=== block 1 ===
### Routed metal per tile, block 1

Drawn at 8 px/um. The die is cut into 10 by 10 equal tiles; dark purple is low, yellow is high, scaled to the fullest tile. Values are wire area over tile area, all layers added.
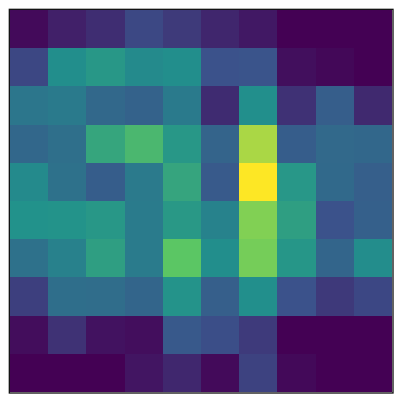

<file path="src/rtl/instruction_fetch_unit.sv">
// Fetch stage of the 8-bit CPU: owns the program counter and reads instruction
// bytes from program RAM. Each byte is handed to control_block as opcode/operand
// over a valid/ready handshake. The stage also handles jumps and HLT.
//
// Ports:
//   clk, rst_n   clock, asynchronous active-low reset
//   mem_addr     RAM read address; this is the pc itself
//   mem_rd_req   RAM read request, held until mem_rd_ack
//   mem_rd_ack   RAM data valid on mem_rd_data this cycle
//   mem_rd_data  instruction byte
//   instr_valid  opcode/operand valid to control_block
//   instr_ready  control_block accepts the instruction
//   opcode       instruction bits [7:4]
//   operand      instruction bits [3:0]
//   jump_en      load jump_addr into pc; sampled on the handshake cycle only
//   jump_addr    jump target
//   pc_out       current program counter (debug)
//   halted       HLT accepted; fetching stopped until reset
module instruction_fetch_unit #(
  parameter int unsigned ADDR_W   = 4,
  parameter int unsigned OPCODE_W = 4,
  parameter logic [OPCODE_W-1:0] HLT_OPCODE = OPCODE_W'(4'hF)
) (
  input  logic                clk,
  input  logic                rst_n,
  output logic [ADDR_W-1:0]   mem_addr,
  output logic                mem_rd_req,
  input  logic                mem_rd_ack,
  input  logic [7:0]          mem_rd_data,
  output logic                instr_valid,
  input  logic                instr_ready,
  output logic [OPCODE_W-1:0] opcode,
  output logic [3:0]          operand,
  input  logic                jump_en,
  input  logic [ADDR_W-1:0]   jump_addr,
  output logic [ADDR_W-1:0]   pc_out,
  output logic                halted
);

  localparam int unsigned INSTR_W   = 8;
  localparam int unsigned OPERAND_W = 4;

  typedef enum logic [1:0] {
    IDLE = 2'd0,
    REQ  = 2'd1,
    HOLD = 2'd2,
    HALT = 2'd3
  } state_t;

  state_t                 state_q, state_d;
  logic [ADDR_W-1:0]      pc_q, pc_d;
  logic [OPCODE_W-1:0]    opcode_q, opcode_d;
  logic [OPERAND_W-1:0]   operand_q, operand_d;
  logic                   req_q, valid_q, halted_q;

  // State and datapath registers; the flag outputs are flops loaded from the
  // next state, so an async reset drops mem_rd_req immediately.
  always_ff @(posedge clk or negedge rst_n) begin
    if (!rst_n) begin
      state_q   <= IDLE;
      pc_q      <= '0;
      opcode_q  <= '0;
      operand_q <= '0;
      req_q     <= 1'b0;
      valid_q   <= 1'b0;
      halted_q  <= 1'b0;
    end else begin
      state_q   <= state_d;
      pc_q      <= pc_d;
      opcode_q  <= opcode_d;
      operand_q <= operand_d;
      req_q     <= (state_d == REQ);
      valid_q   <= (state_d == HOLD);
      halted_q  <= (state_d == HALT);
    end
  end

  // Next-state and datapath update.
  always_comb begin
    state_d   = state_q;
    pc_d      = pc_q;
    opcode_d  = opcode_q;
    operand_d = operand_q;
    unique case (state_q)
      IDLE: state_d = REQ;
      REQ: begin
        if (mem_rd_ack) begin
          opcode_d  = mem_rd_data[INSTR_W-1 -: OPCODE_W];
          operand_d = mem_rd_data[OPERAND_W-1:0];
          pc_d      = pc_q + ADDR_W'(1);
          state_d   = HOLD;
        end
      end
      HOLD: begin
        if (instr_ready) begin
          // HLT wins over a simultaneous jump request.
          if (opcode_q == HLT_OPCODE) begin
            state_d = HALT;
          end else begin
            if (jump_en) pc_d = jump_addr;
            state_d = REQ;
          end
        end
      end
      HALT: state_d = HALT;
      default: state_d = IDLE;
    endcase
  end

  assign mem_addr    = pc_q;
  assign pc_out      = pc_q;
  assign mem_rd_req  = req_q;
  assign instr_valid = valid_q;
  assign halted      = halted_q;
  assign opcode      = opcode_q;
  assign operand     = operand_q;

endmodule
</file>
<file path="config.mk">
export PLATFORM = sky130hd
export DESIGN_NAME = instruction_fetch_unit
export DESIGN_NICKNAME = d
export VERILOG_FILES = /design/src/rtl/instruction_fetch_unit.sv
export SDC_FILE = /design/constraint.sdc
export NUM_CORES = 1
export LEC_CHECK = 0
export ABC_AREA = 1
export ABC_CLOCK_PERIOD_IN_PS = 1500
export CAP_MARGIN = 20
export CORE_UTILIZATION = 41
export CTS_CLUSTER_SIZE = 12
export DETAILED_ROUTE_END_ITERATION = 8
export PLACE_DENSITY = 0.83
export SYNTH_ARGS = -nofsm -noshare
export SYNTH_HDL_FRONTEND = slang
export SYNTH_SLANG_ARGS = --single-unit
</file>
<file path="constraint.sdc">
create_clock -name clk -period 1.5 [get_ports clk]
set_input_delay 0.15 -clock clk [delete_from_list [all_inputs] [get_ports clk]]
set_output_delay 0.15 -clock clk [all_outputs]
set_load 0.03 [all_outputs]
</file>
=== block 2 ===
File: src/rtl/bitstream_eval_ctrl.sv
// bitstream_eval_ctrl: reseeds a stochastic bitstream generator, enables it for WINDOW cycles and counts returned ones
module bitstream_eval_ctrl #(
  parameter int LENGTH = 8,
  parameter int WINDOW = 255,
  parameter int CW = $clog2(WINDOW + 1)
) (
  input  logic              clk,
  input  logic              n_rst,
  input  logic              req_valid,
  output logic              req_ready,
  input  logic [LENGTH-1:0] req_x,
  input  logic              abort,
  output logic [LENGTH-1:0] gen_x,
  output logic              gen_reseed,
  output logic              gen_en,
  input  logic              stream_bit,
  output logic              res_valid,
  input  logic              res_ready,
  output logic [CW-1:0]     res_count,
  output logic              busy
);
  typedef enum logic [1:0] {IDLE, SEED, RUN, DONE} state_t;
  state_t state, nxt;
  logic [CW-1:0] ones, cnt;
  logic last, active;
  assign last = cnt == CW'(WINDOW - 1);
  assign active = state == SEED || state == RUN;
  // abort wins over the RUN->DONE transition
  always_comb
    nxt = state == IDLE ? (req_valid ? SEED : IDLE) :
          state == SEED ? (abort ? IDLE : RUN) :
          state == RUN  ? (abort ? IDLE : last ? DONE : RUN) :
                          (res_ready ? IDLE : DONE);
  // decoded outputs are registered from the next state so they track state exactly
  always_ff @(posedge clk)
    if (!n_rst) begin
      state      <= IDLE;
      gen_x      <= '0;
      res_count  <= '0;
      ones       <= '0;
      cnt        <= '0;
      req_ready  <= 1'b1;
      gen_reseed <= 1'b0;
      gen_en     <= 1'b0;
      res_valid  <= 1'b0;
      busy       <= 1'b0;
    end else begin
      state      <= nxt;
      req_ready  <= nxt == IDLE;
      gen_reseed <= nxt == SEED;
      gen_en     <= nxt == RUN;
      res_valid  <= nxt == DONE;
      busy       <= nxt != IDLE;
      if (state == IDLE && req_valid) gen_x <= req_x;
      if (state == SEED) begin
        ones      <= '0;
        cnt       <= '0;
        res_count <= '0;
      end
      if (state == RUN) begin
        ones <= ones + CW'(stream_bit);
        cnt  <= cnt + CW'(1);
      end
      if (state == RUN && last && !abort) res_count <= ones + CW'(stream_bit);
      if (active && abort) res_count <= '0;
    end
endmodule

File: config.mk
export PLATFORM = sky130hd
export DESIGN_NAME = bitstream_eval_ctrl
export DESIGN_NICKNAME = d
export VERILOG_FILES = /design/src/rtl/bitstream_eval_ctrl.sv
export SDC_FILE = /design/constraint.sdc
export NUM_CORES = 1
export LEC_CHECK = 0
export ABC_AREA = 1
export ABC_CLOCK_PERIOD_IN_PS = 3000
export CORE_MARGIN = 4
export CORE_UTILIZATION = 50
export CTS_CLUSTER_DIAMETER = 80
export DETAILED_ROUTE_END_ITERATION = 7
export PLACE_DENSITY_LB_ADDON = 0.2
export SYNTH_ARGS = -nofsm -noshare
export SYNTH_HDL_FRONTEND = slang
export SYNTH_SLANG_ARGS = --single-unit
File: constraint.sdc
create_clock -name clk -period 3 [get_ports clk]
set_clock_uncertainty 0.05 [all_clocks]
set_input_delay 0.6 -clock clk [delete_from_list [all_inputs] [get_ports clk]]
set_output_delay 0.6 -clock clk [all_outputs]
set_load 0.01 [all_outputs]
### Clock wiring as the flow saved it, block 1

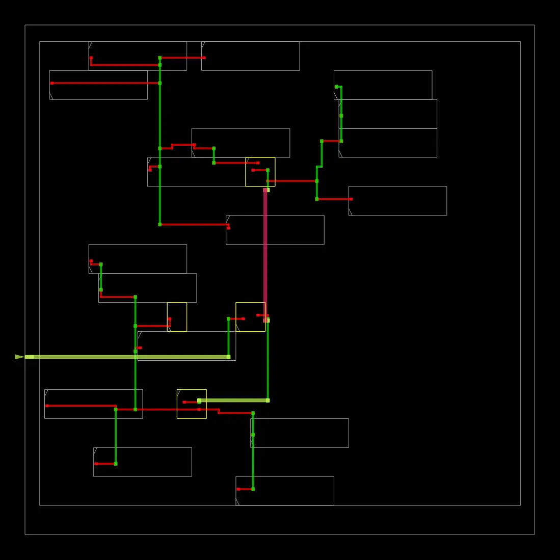
number of clock-tree buffers in the layout: 3
Setup Skew: 0.00539 ns
P_clk: 244 uW
flop count: 17

## Picture notes: 'Routed metal per tile' of block 1
tiles over half the peak: 19%
emptiest ninth of the die: north-east
mean over tiles: 0.14
fullest tile: 0.45
All-Layer GR Usage: 18.8%
DR vias: 796
Post-Route WL: 1910 um

==> impl_metrics.tcl, block 1 <==
# metrics dict for downstream scripts
set metrics [dict create \
    cts_hold_buf 0 \
    end_kind "output pin" \
    hp-class "input pin to asynchronous set/reset pin" \
    pwr-share-comb_pct 60.6 \
    dominant_cells "registers" \
    cts_max_path_buffers 2 \
    fin_ws_ns 0.0726 \
    ys_sh_adder_pct 1.46 \
    ys_top_cells_by_count "nand2_1, dfrtp_1, nand3_1, buf_4, inv_1" \
    yosysChipArea_um2 860 \
    clk_pin_slew_ns 0.10 \
    relSlewSlack_pct 78.8 \
    cp_max_fo 1 \
    cts_buffers 3 \
    viasPerCell 4.77 \
    max_freq_mhz 701 \
    finalCritPeriodShare_pct 95.2 \
    arrival_ns 1.28 \
    syn_inst 103 \
    wl_met3_um 136 \
    nWellTaps 27 \
    seq_area_share_pct 33.8 \
    whs_ns 0.169 \
    power-top-group "combinational cells" \
    insertion_delay_ns 0.29 \
    grt.met1_usage_pct 22.9 \
    area_growth_pct 46.6 \
    final_antenna_net_count 0 \
    cpLargestDelayFamily "buffers and inverters" \
    p_leak_uw 0.000725 \
    grt_overflow_total 0 \
    power.switching_uw 1400 \
    buf_share_pct 30.6 \
    status "finished, final reports clean" \
    cp_cell_sequence "clkdlybuf4s50_1" \
    switching_share_pct 50.1 \
    slowest_delay_ns 0.66 \
    clock_sinks 17 \
    most_common_cell "nand2_1" \
    diodes 0 \
]
-- block 1: per-stage QoR --
stage	util (%)	std cells
2_1_floorplan	-	103
3_3_place_gp	62.6	163
4_1_cts	63.3	167
5_1_grt	64.2	167
6_report	64.2	167
3_5_place_dp	62.6	163
-- block 1: how the worst max path moves through the flow --
stage,endpoint,cells past startpoint
after floorplan,mem_addr[2],6
after global placement,mem_addr[2],6
after detailed placement,mem_addr[2],6
after CTS,opcode[2],1
after global routing,mem_rd_req,1
final,instr_valid,1
### Cell classes on the final placement, block 2

Drawn at 8 px/um.
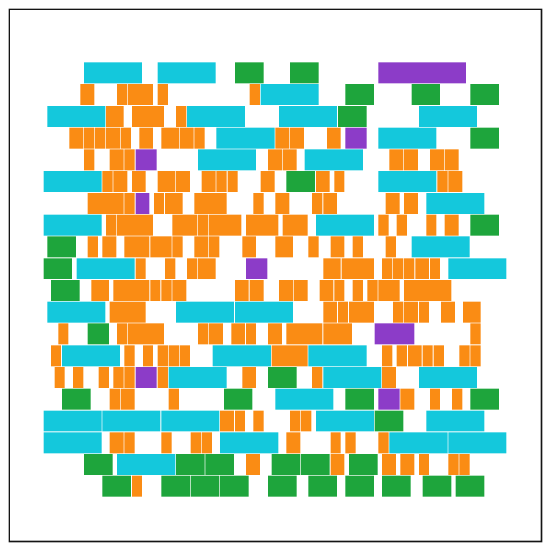
[orange] remaining logic cells | cells: 174 | share of their area: 42%
[green] remaining buffers and delay cells | cells: 35 | share of their area: 16%
[cyan] sequential cells | cells: 39 | share of their area: 37%
[purple] clock drivers and dummy loads | cells: 8 | share of their area: 4.1%
fin util: 68.7%
Seq area share: 36.0%
design area: 2170 um2
site row count: 20

==> impl_metrics.tcl, block 2 <==
# metrics dict for downstream scripts
set metrics [dict create \
    cp_cell_sequence "inv_1, ha_1, inv_2, o21ai_1, a21oi_1" \
    critPathLaunchType "flip-flop" \
    grt_pass1_vias 1457 \
    wl_per_cell_um 11.4 \
    fin_ws_ns 1.10 \
    seqPwrFrac_pct 51.8 \
    cpLargestDelayFamily "AND-OR/OR-AND gates" \
    pwr-share-comb_pct 14.0 \
    drc_errors 0 \
    status "finished, final reports clean" \
    clkPwrFrac_pct 34.2 \
    gp_congestion 0.755 \
    required_ns 3.16 \
    buffers 35 \
    clock_tree_area_fraction_pct 3.99 \
    synth_top_area_share_pct 45.9 \
    hp-class "flip-flop to flip-flop" \
    clk_pin_slew_ns 0.11 \
    ys_sh_adder_pct 5.15 \
    rsz0062_at_grt "false" \
    drv_slew 0 \
    area_leaders "dfxtp_1, nand2_1, a21oi_1" \
    buf_share_pct 16.1 \
    final.fill_count 299 \
    finalCritPeriodShare_pct 63.4 \
    p_leak_uw 0.000849 \
    diodes 0 \
    pwr_density_cell_nw_per_um2 492 \
]
==> block 2: power by group through the flow <==
stage | combinational (uW) | sequential, uW | clock, uW
floorplan | 74.6 | 572 | 0
global placement | 149 | 564 | 0
detailed placement | 150 | 565 | 0
CTS | 151 | 554 | 379
global route | 167 | 557 | 402
finish | 149 | 553 | 365
==> block 2: stage by stage <==
step	instances	hold WS, ns
final	300	0.436
after global routing	300	0.458
after CTS	300	0.435
after detailed placement	292	0.416
after global placement	292	0.401
after floorplan	217	0.389
==> block 2: flip-flops by register name, summed over array words and instances (netlist names), 2 cells and up <==
signal	count
state	2
ones	8
gen_x	8
res_count	8
cnt	8

=== block 3 ===
### Clock wiring as the flow saved it, block 3

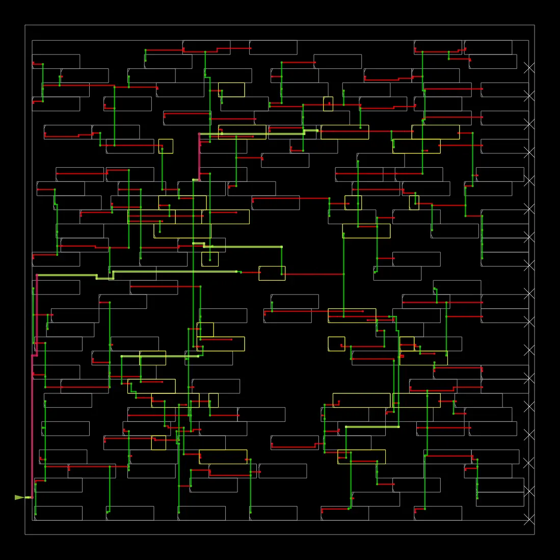

[config.mk]
export PLATFORM = sky130hd
export DESIGN_NAME = mem_req_bridge
export DESIGN_NICKNAME = d
export VERILOG_FILES = /design/src/rtl/mem_bridge_pkg.sv /design/src/rtl/mem_req_bridge.sv
export SDC_FILE = /design/constraint.sdc
export NUM_CORES = 1
export LEC_CHECK = 0
export CORE_UTILIZATION = 60
export CTS_BUF_LIST = sky130_fd_sc_hd__clkbuf_4 sky130_fd_sc_hd__clkbuf_8 sky130_fd_sc_hd__clkbuf_16
export DETAILED_ROUTE_END_ITERATION = 8
export DONT_BUFFER_PORTS = 1
export PLACE_DENSITY = 0.74
export SYNTH_ARGS = -nofsm -noshare
export SYNTH_HDL_FRONTEND = slang
export SYNTH_SLANG_ARGS = --single-unit
export TNS_END_PERCENT = 1
[constraint.sdc]
create_clock -name clk -period 3 [get_ports clk]
set_input_delay 0.45 -clock clk [delete_from_list [all_inputs] [get_ports clk]]
set_output_delay 0.45 -clock clk [all_outputs]
set_load 0.1 [all_outputs]
[src/rtl/mem_bridge_pkg.sv]
// mem_bridge_pkg: shared FSM state and AXI response codes for mem_req_bridge
package mem_bridge_pkg;
  typedef enum logic [2:0] {S_IDLE, S_AR, S_R, S_WR, S_B, S_RESP} state_t;
  localparam logic [1:0] RESP_OKAY   = 2'b00;
  localparam logic [1:0] RESP_EXOKAY = 2'b01;
  localparam logic [1:0] RESP_SLVERR = 2'b10;
  function automatic logic resp_is_err(input logic [1:0] resp);
    return !(resp inside {RESP_OKAY, RESP_EXOKAY});
  endfunction
endpackage

[src/rtl/mem_req_bridge.sv]
// mem_req_bridge: single-outstanding CPU load/store to AXI4-Lite master bridge
module mem_req_bridge
  import mem_bridge_pkg::*;
#(
  parameter bit ERR_ON_MISALIGN = 1'b1
) (
  input  logic        clk,
  input  logic        rstn,
  input  logic        req_valid,
  output logic        req_ready,
  input  logic        req_we,
  input  logic [31:0] req_addr,
  input  logic [31:0] req_wdata,
  input  logic [3:0]  req_wstrb,
  output logic        resp_valid,
  output logic [31:0] resp_rdata,
  output logic        resp_err,
  output logic [31:0] m_axi_araddr,
  output logic        m_axi_arvalid,
  input  logic        m_axi_arready,
  input  logic [31:0] m_axi_rdata,
  input  logic [1:0]  m_axi_rresp,
  input  logic        m_axi_rvalid,
  output logic        m_axi_rready,
  output logic [31:0] m_axi_awaddr,
  output logic        m_axi_awvalid,
  input  logic        m_axi_awready,
  output logic [31:0] m_axi_wdata,
  output logic [3:0]  m_axi_wstrb,
  output logic        m_axi_wvalid,
  input  logic        m_axi_wready,
  input  logic [1:0]  m_axi_bresp,
  input  logic        m_axi_bvalid,
  output logic        m_axi_bready
);
  state_t      r_state;
  logic        r_req_ready, r_resp_valid, r_resp_err;
  logic [31:0] r_resp_rdata, r_araddr, r_awaddr, r_wdata;
  logic [3:0]  r_wstrb;
  logic        r_arvalid, r_rready, r_awvalid, r_wvalid, r_bready;
  logic        w_misalign, w_aw_done, w_w_done;
  logic [31:0] w_addr;
  assign w_misalign = |req_addr[1:0];
  assign w_addr     = {req_addr[31:2], 2'b00};
  assign w_aw_done  = !r_awvalid || m_axi_awready;
  assign w_w_done   = !r_wvalid || m_axi_wready;
  always_ff @(posedge clk or negedge rstn)
    if (!rstn) begin
      r_state      <= S_IDLE;
      r_req_ready  <= 1'b0;
      r_resp_valid <= 1'b0;
      r_resp_err   <= 1'b0;
      r_resp_rdata <= '0;
      r_araddr     <= '0;
      r_awaddr     <= '0;
      r_wdata      <= '0;
      r_wstrb      <= '0;
      r_arvalid    <= 1'b0;
      r_rready     <= 1'b0;
      r_awvalid    <= 1'b0;
      r_wvalid     <= 1'b0;
      r_bready     <= 1'b0;
    end else begin
      r_resp_valid <= 1'b0;
      case (r_state)
        S_IDLE:
          if (req_valid && r_req_ready) begin
            r_req_ready <= 1'b0;
            if (ERR_ON_MISALIGN && w_misalign) begin
              r_state      <= S_RESP;
              r_resp_valid <= 1'b1;
              r_resp_err   <= 1'b1;
            end else if (req_we) begin
              r_state   <= S_WR;
              r_awvalid <= 1'b1;
              r_wvalid  <= 1'b1;
              r_awaddr  <= w_addr;
              r_wdata   <= req_wdata;
              r_wstrb   <= req_wstrb;
            end else begin
              r_state   <= S_AR;
              r_arvalid <= 1'b1;
              r_araddr  <= w_addr;
            end
          end else r_req_ready <= 1'b1;
        S_AR:
          if (m_axi_arready) begin
            r_state   <= S_R;
            r_arvalid <= 1'b0;
            r_rready  <= 1'b1;
          end
        S_R:
          if (m_axi_rvalid) begin
            r_state      <= S_RESP;
            r_rready     <= 1'b0;
            r_resp_rdata <= m_axi_rdata;
            r_resp_err   <= resp_is_err(m_axi_rresp);
            r_resp_valid <= 1'b1;
          end
        S_WR: begin
          if (m_axi_awready) r_awvalid <= 1'b0;
          if (m_axi_wready) r_wvalid <= 1'b0;
          if (w_aw_done && w_w_done) begin
            r_state  <= S_B;
            r_bready <= 1'b1;
          end
        end
        S_B:
          if (m_axi_bvalid) begin
            r_state      <= S_RESP;
            r_bready     <= 1'b0;
            r_resp_err   <= resp_is_err(m_axi_bresp);
            r_resp_valid <= 1'b1;
          end
        S_RESP: begin
          r_state     <= S_IDLE;
          r_req_ready <= 1'b1;
        end
        default: r_state <= S_IDLE;
      endcase
    end
  assign req_ready     = r_req_ready;
  assign resp_valid    = r_resp_valid;
  assign resp_rdata    = r_resp_rdata;
  assign resp_err      = r_resp_err;
  assign m_axi_araddr  = r_araddr;
  assign m_axi_arvalid = r_arvalid;
  assign m_axi_rready  = r_rready;
  assign m_axi_awaddr  = r_awaddr;
  assign m_axi_awvalid = r_awvalid;
  assign m_axi_wdata   = r_wdata;
  assign m_axi_wstrb   = r_wstrb;
  assign m_axi_wvalid  = r_wvalid;
  assign m_axi_bready  = r_bready;
endmodule

=== block 4 ===
<file path="config.mk">
export PLATFORM = sky130hd
export DESIGN_NAME = seq_shifter
export DESIGN_NICKNAME = d
export VERILOG_FILES = /design/src/rtl/shift_pkg.sv /design/src/rtl/shift_step.sv /design/src/rtl/seq_shifter.sv
export SDC_FILE = /design/constraint.sdc
export NUM_CORES = 1
export LEC_CHECK = 0
export ABC_AREA = 1
export CORE_MARGIN = 2
export CORE_UTILIZATION = 50
export CTS_BUF_LIST = sky130_fd_sc_hd__clkbuf_8
export DETAILED_ROUTE_END_ITERATION = 10
export GPL_TIMING_DRIVEN = 0
export PLACE_DENSITY = 0.8
export SLEW_MARGIN = 20
export SYNTH_ARGS = -nofsm -noshare
export SYNTH_HDL_FRONTEND = slang
export SYNTH_SLANG_ARGS = --single-unit
</file>
<file path="constraint.sdc">
create_clock -name clk -period 1.7 [get_ports clk]
set_clock_uncertainty 0.15 [all_clocks]
set_input_delay 0.255 -clock clk [delete_from_list [all_inputs] [get_ports clk]]
set_output_delay 0.255 -clock clk [all_outputs]
set_load 0.005 [all_outputs]
</file>
<file path="src/rtl/shift_pkg.sv">
// Shared types for the sequential shifter: shift-mode encoding and FSM states.
package shift_pkg;

  localparam int DEFAULT_WIDTH = 16;

  typedef enum logic [1:0] {
    SHIFT_LSR = 2'b00,
    SHIFT_LSL = 2'b01,
    SHIFT_ASR = 2'b10,
    SHIFT_ROR = 2'b11
  } shift_mode_e;

  typedef enum logic [1:0] {
    IDLE  = 2'b00,
    SHIFT = 2'b01,
    DONE  = 2'b10
  } shift_state_e;

endpackage

</file>
<file path="src/rtl/shift_step.sv">
// Single-position shift of a word in one of four modes; purely combinational.
// bit_o is the bit that leaves the word on this step.
module shift_step
  import shift_pkg::*;
#(
  parameter int WIDTH = DEFAULT_WIDTH
) (
  input  logic [WIDTH-1:0] word_i,
  input  shift_mode_e      mode_i,
  output logic [WIDTH-1:0] word_o,
  output logic             bit_o
);

  always_comb begin
    word_o = word_i;
    bit_o  = 1'b0;
    case (mode_i)
      SHIFT_LSR: begin
        word_o = {1'b0, word_i[WIDTH-1:1]};
        bit_o  = word_i[0];
      end
      SHIFT_LSL: begin
        word_o = {word_i[WIDTH-2:0], 1'b0};
        bit_o  = word_i[WIDTH-1];
      end
      SHIFT_ASR: begin
        word_o = {word_i[WIDTH-1], word_i[WIDTH-1:1]};
        bit_o  = word_i[0];
      end
      SHIFT_ROR: begin
        word_o = {word_i[0], word_i[WIDTH-1:1]};
        bit_o  = word_i[0];
      end
      default: begin
        word_o = word_i;
        bit_o  = 1'b0;
      end
    endcase
  end

endmodule

</file>
<file path="src/rtl/seq_shifter.sv">
// Multi-mode sequential shifter: one bit position per clock, amount clamped to WIDTH.
// done pulses one cycle after the last step; start is ignored while busy.
module seq_shifter
  import shift_pkg::*;
#(
  parameter  int WIDTH = DEFAULT_WIDTH,
  localparam int AMT_W = $clog2(WIDTH) + 1
) (
  input  logic             clk,
  input  logic             reset,
  input  logic             clear,
  input  logic             start,
  input  logic [WIDTH-1:0] in,
  input  logic [AMT_W-1:0] amount,
  input  logic [1:0]       mode,
  output logic [WIDTH-1:0] out,
  output logic             carry,
  output logic             busy,
  output logic             done
);

  shift_state_e     state_q, state_d;
  shift_mode_e      mode_q, mode_d;
  logic [WIDTH-1:0] out_q, out_d;
  logic [AMT_W-1:0] cnt_q, cnt_d;
  logic             carry_q, carry_d;
  logic             busy_q, busy_d;
  logic             done_q, done_d;

  logic [WIDTH-1:0] step_word;
  logic             step_bit;
  logic [AMT_W-1:0] amt_clamped;
  logic             accept;

  shift_step #(.WIDTH(WIDTH)) u_step (
    .word_i (out_q),
    .mode_i (mode_q),
    .word_o (step_word),
    .bit_o  (step_bit)
  );

  assign amt_clamped = (amount > AMT_W'(WIDTH)) ? AMT_W'(WIDTH) : amount;
  assign accept      = start && (state_q != SHIFT);

  always_comb begin
    state_d = state_q;
    mode_d  = mode_q;
    out_d   = out_q;
    cnt_d   = cnt_q;
    carry_d = carry_q;
    if (clear) begin
      state_d = IDLE;
      out_d   = '0;
      cnt_d   = '0;
      carry_d = 1'b0;
    end else if (accept) begin
      out_d   = in;
      mode_d  = shift_mode_e'(mode);
      cnt_d   = amt_clamped;
      carry_d = 1'b0;
      state_d = (amt_clamped == '0) ? DONE : SHIFT;
    end else begin
      case (state_q)
        SHIFT: begin
          out_d   = step_word;
          carry_d = step_bit;
          cnt_d   = cnt_q - AMT_W'(1);
          if (cnt_q == AMT_W'(1)) state_d = DONE;
        end
        DONE:    state_d = IDLE;
        default: state_d = IDLE;
      endcase
    end
    // Flags are registered from the next state so they align exactly with it.
    busy_d = (state_d == SHIFT);
    done_d = (state_d == DONE);
  end

  always_ff @(posedge clk or posedge reset) begin
    if (reset) begin
      state_q <= IDLE;
      mode_q  <= SHIFT_LSR;
      out_q   <= '0;
      cnt_q   <= '0;
      carry_q <= 1'b0;
      busy_q  <= 1'b0;
      done_q  <= 1'b0;
    end else begin
      state_q <= state_d;
      mode_q  <= mode_d;
      out_q   <= out_d;
      cnt_q   <= cnt_d;
      carry_q <= carry_d;
      busy_q  <= busy_d;
      done_q  <= done_d;
    end
  end

  assign out   = out_q;
  assign carry = carry_q;
  assign busy  = busy_q;
  assign done  = done_q;

endmodule

</file>
### Routed metal per tile, block 3

Drawn at 4 px/um. The die is cut into 20 by 20 equal tiles; dark purple is low, yellow is high, scaled to the fullest tile. Values are wire area over tile area, all layers added.
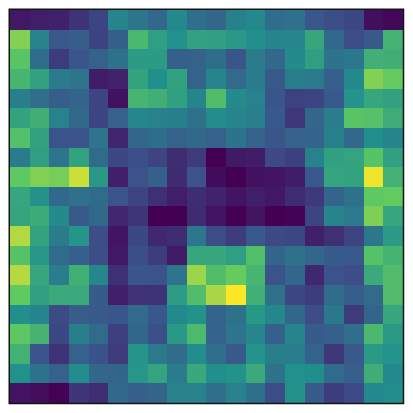
tiles over half the peak: 28%
mean over tiles: 0.18
emptiest ninth of the die: centre
fullest tile: 0.48
nearly empty tiles: 2.0%
WL/cell: 22.4 um
Post-Route WL: 10600 um
All-Layer GR Usage: 22.7%

## Picture notes: 'Clock wiring as the flow saved it' of block 3
Setup Skew: 0.00798 ns
number of clock-tree buffers in the layout: 21

==> impl_metrics.tcl, block 3 <==
# metrics dict for downstream scripts
set metrics [dict create \
    first_pass_iters 7 \
    slowest_stage "dfrtp_1" \
    antenna_found_initial 0 \
    report.final.hold_viol_count 139 \
    finalCritPeriodShare_pct 76.6 \
    setup_viol 0 \
    drc_errors 17 \
    reg2reg_slack_ns 0.70 \
    clock_tree_area_fraction_pct 9.26 \
    syn_inst 344 \
    clk_pin_slew_ns 0.06 \
    required_ns 3.38 \
    cp.buffers_inverters 1 \
    buf_share_pct 1.05 \
    drive_gt1_share_pct 47.1 \
    final.fill_count 594 \
    whs_ns -0.360 \
    grt.met1_usage_pct 26.9 \
    wl_met1_um 3910 \
    nets 466 \
    status "finished, violations left" \
    dominant_cells "registers" \
    startpoint "r_state[2]" \
    via_count 2854 \
    core-area_um2 8850 \
    final_cell_area_um2 6200 \
    seq_area_share_pct 56.1 \
    area_growth_pct 11.7 \
    slowest_delay_ns 0.51 \
    rr_endpoint "m_axi_wstrb[0]" \
    area_leaders "dfrtp_1, mux2_2, mux2_4" \
    violations "design-rule violations, negative hold slack" \
    grt_pass1_wl_um 16500 \
    clock_sinks 139 \
    grt_use_met3_pct 9.81 \
]
[block 3: sequential cells by signal (all words and copies together), names as in the netlist]
signal / count
m_axi_araddr: 30
m_axi_arvalid: 1
m_axi_awaddr: 30
m_axi_awvalid: 1
resp_valid: 1
req_ready: 1
resp_rdata: 32
r_state: 3
m_axi_wvalid: 1
m_axi_wstrb: 4
resp_err: 1
m_axi_wdata: 32
m_axi_bready: 1
m_axi_rready: 1
[block 3: cells by family after synthesis]
logic type      count (synthesis)  synth area share, %
compound gates                 26                 3.18
flops                         139                 62.7
mux                           129                 28.9
buf+inv                        25                 2.98
other cells                     1               0.0676
simple gates                   24                 2.21
### Cell sizes after repair, block 4

Drawn at 4 px/um.
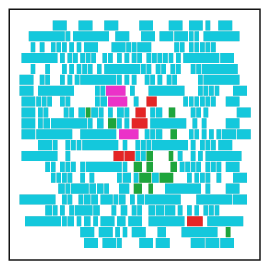
[green] x2 | cells: 14 | share: 4.5%
[magenta] x6 and larger | cells: 3 | share: 0.97%
[cyan] x1 and smaller | cells: 287 | share: 93%
[red] x3 and x4 | cells: 6 | share: 1.9%
Area Growth Syn to Fin: 32.3%
Non-clk bufs: 54
worst setup margin: 0.0770 ns
design area: 2250 um2

### Cell classes on the final placement, block 4

Drawn at 8 px/um.
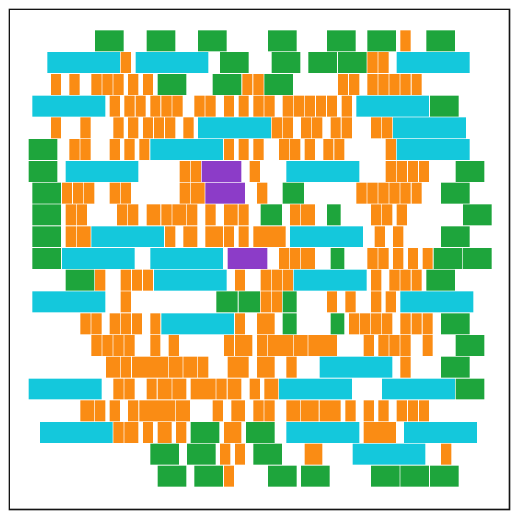
[cyan] sequential cells | cells: 28 | share of their area: 32%
[green] remaining buffers and delay cells | cells: 54 | share of their area: 23%
[orange] remaining logic cells | cells: 225 | share of their area: 43%
[purple] clock-net drivers | cells: 3 | share of their area: 1.9%
fin util: 68.0%
core box area: 3310 um2
site row count: 21
Seq area share: 31.1%

==> impl_metrics.tcl, block 4 <==
# metrics dict for downstream scripts
set metrics [dict create \
    grt_overflow_total 0 \
    die_area_um2 3890 \
    largest_reg_flops 16 \
    yosysSeqAreaShare_pct 41.2 \
    synth_cell_type_count 22 \
    yosysChipArea_um2 1700 \
    cts_tree "done" \
    syn_nets 291 \
    flops 28 \
    status "finished, final reports clean" \
    synthArstFlopShare_pct 100 \
    ys_cells 262 \
    final_common_cell "nand2_1" \
    grt_max_degree 29 \
    final_cell_mix "nand2_1, clkdlybuf4s50_1, dfrtp_1" \
    report.final.hold_viol_count 0 \
    grt_pass1_wl_um 7320 \
    worst_pin_slew_ns 0.578 \
]
## block 4: routing by layer
| metal | track usage [%] | vias to the layer above | routed length (um) |
|---|---|---|---|
| met1 | 32.5 | 796 | 1830 |
| met3 | 2.54 | 4 | 264 |
| met4 | 5.83 | 0 | 36 |
| li1 | - | 894 | - |
| met2 | 38.3 | 62 | 1890 |
| met5 | 0 | - | 0 |
## block 4: cell families (layout without fill, tap and decap cells)
family,count (synthesis),in the layout
fa+ha+maj,2,2
flops,28,28
buf+inv,26,74
xor+xnor,1,1
simple gates,190,190
compound gates,15,15

==> notes/layouts.md <==
Pictures saved along the way, in no particular order.

Met3 routing.
shot_01.png
Drawn at 4 px/um. Cells faint in the background.
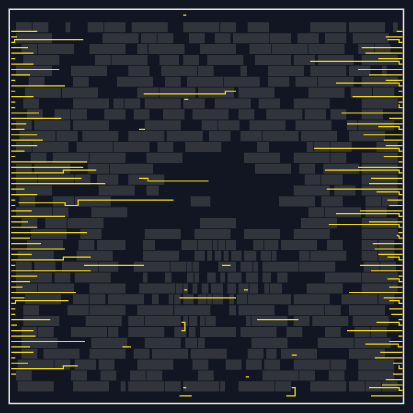
shot_02.png
Drawn at 6 px/um. Cells faint in the background.
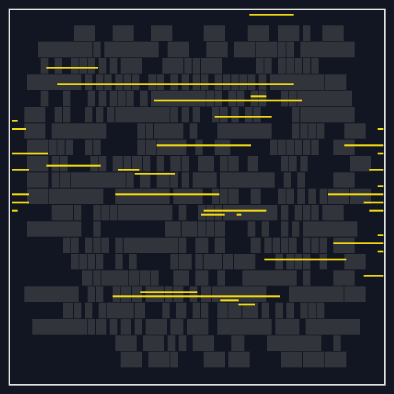
shot_01.png: block 3
shot_02.png: block 4
The one with the largest die is shot_01.png.



## Gallery

Cell sizes after repair.
(a)
Drawn at 4 px/um.
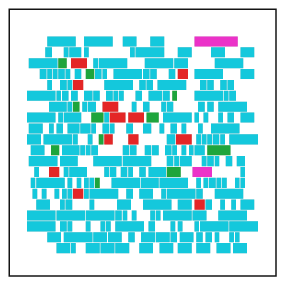
(b)
Drawn at 3 px/um.
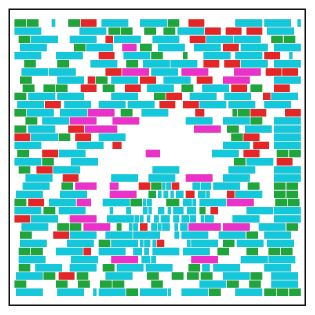
(c)
Drawn at 6 px/um.
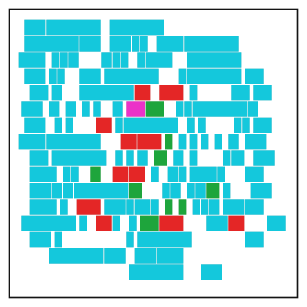
- block 3 = (b)
- block 2 = (a)
- block 1 = (c)

Key to (a):
[cyan] x1 and smaller | cells: 231 | share: 90%
[green] x2 | cells: 11 | share: 4.3%
[red] x3 and x4 | cells: 12 | share: 4.7%
[magenta] x6 and larger | cells: 2 | share: 0.78%

No activity file was given, so power comes from the tool's default toggle rates.
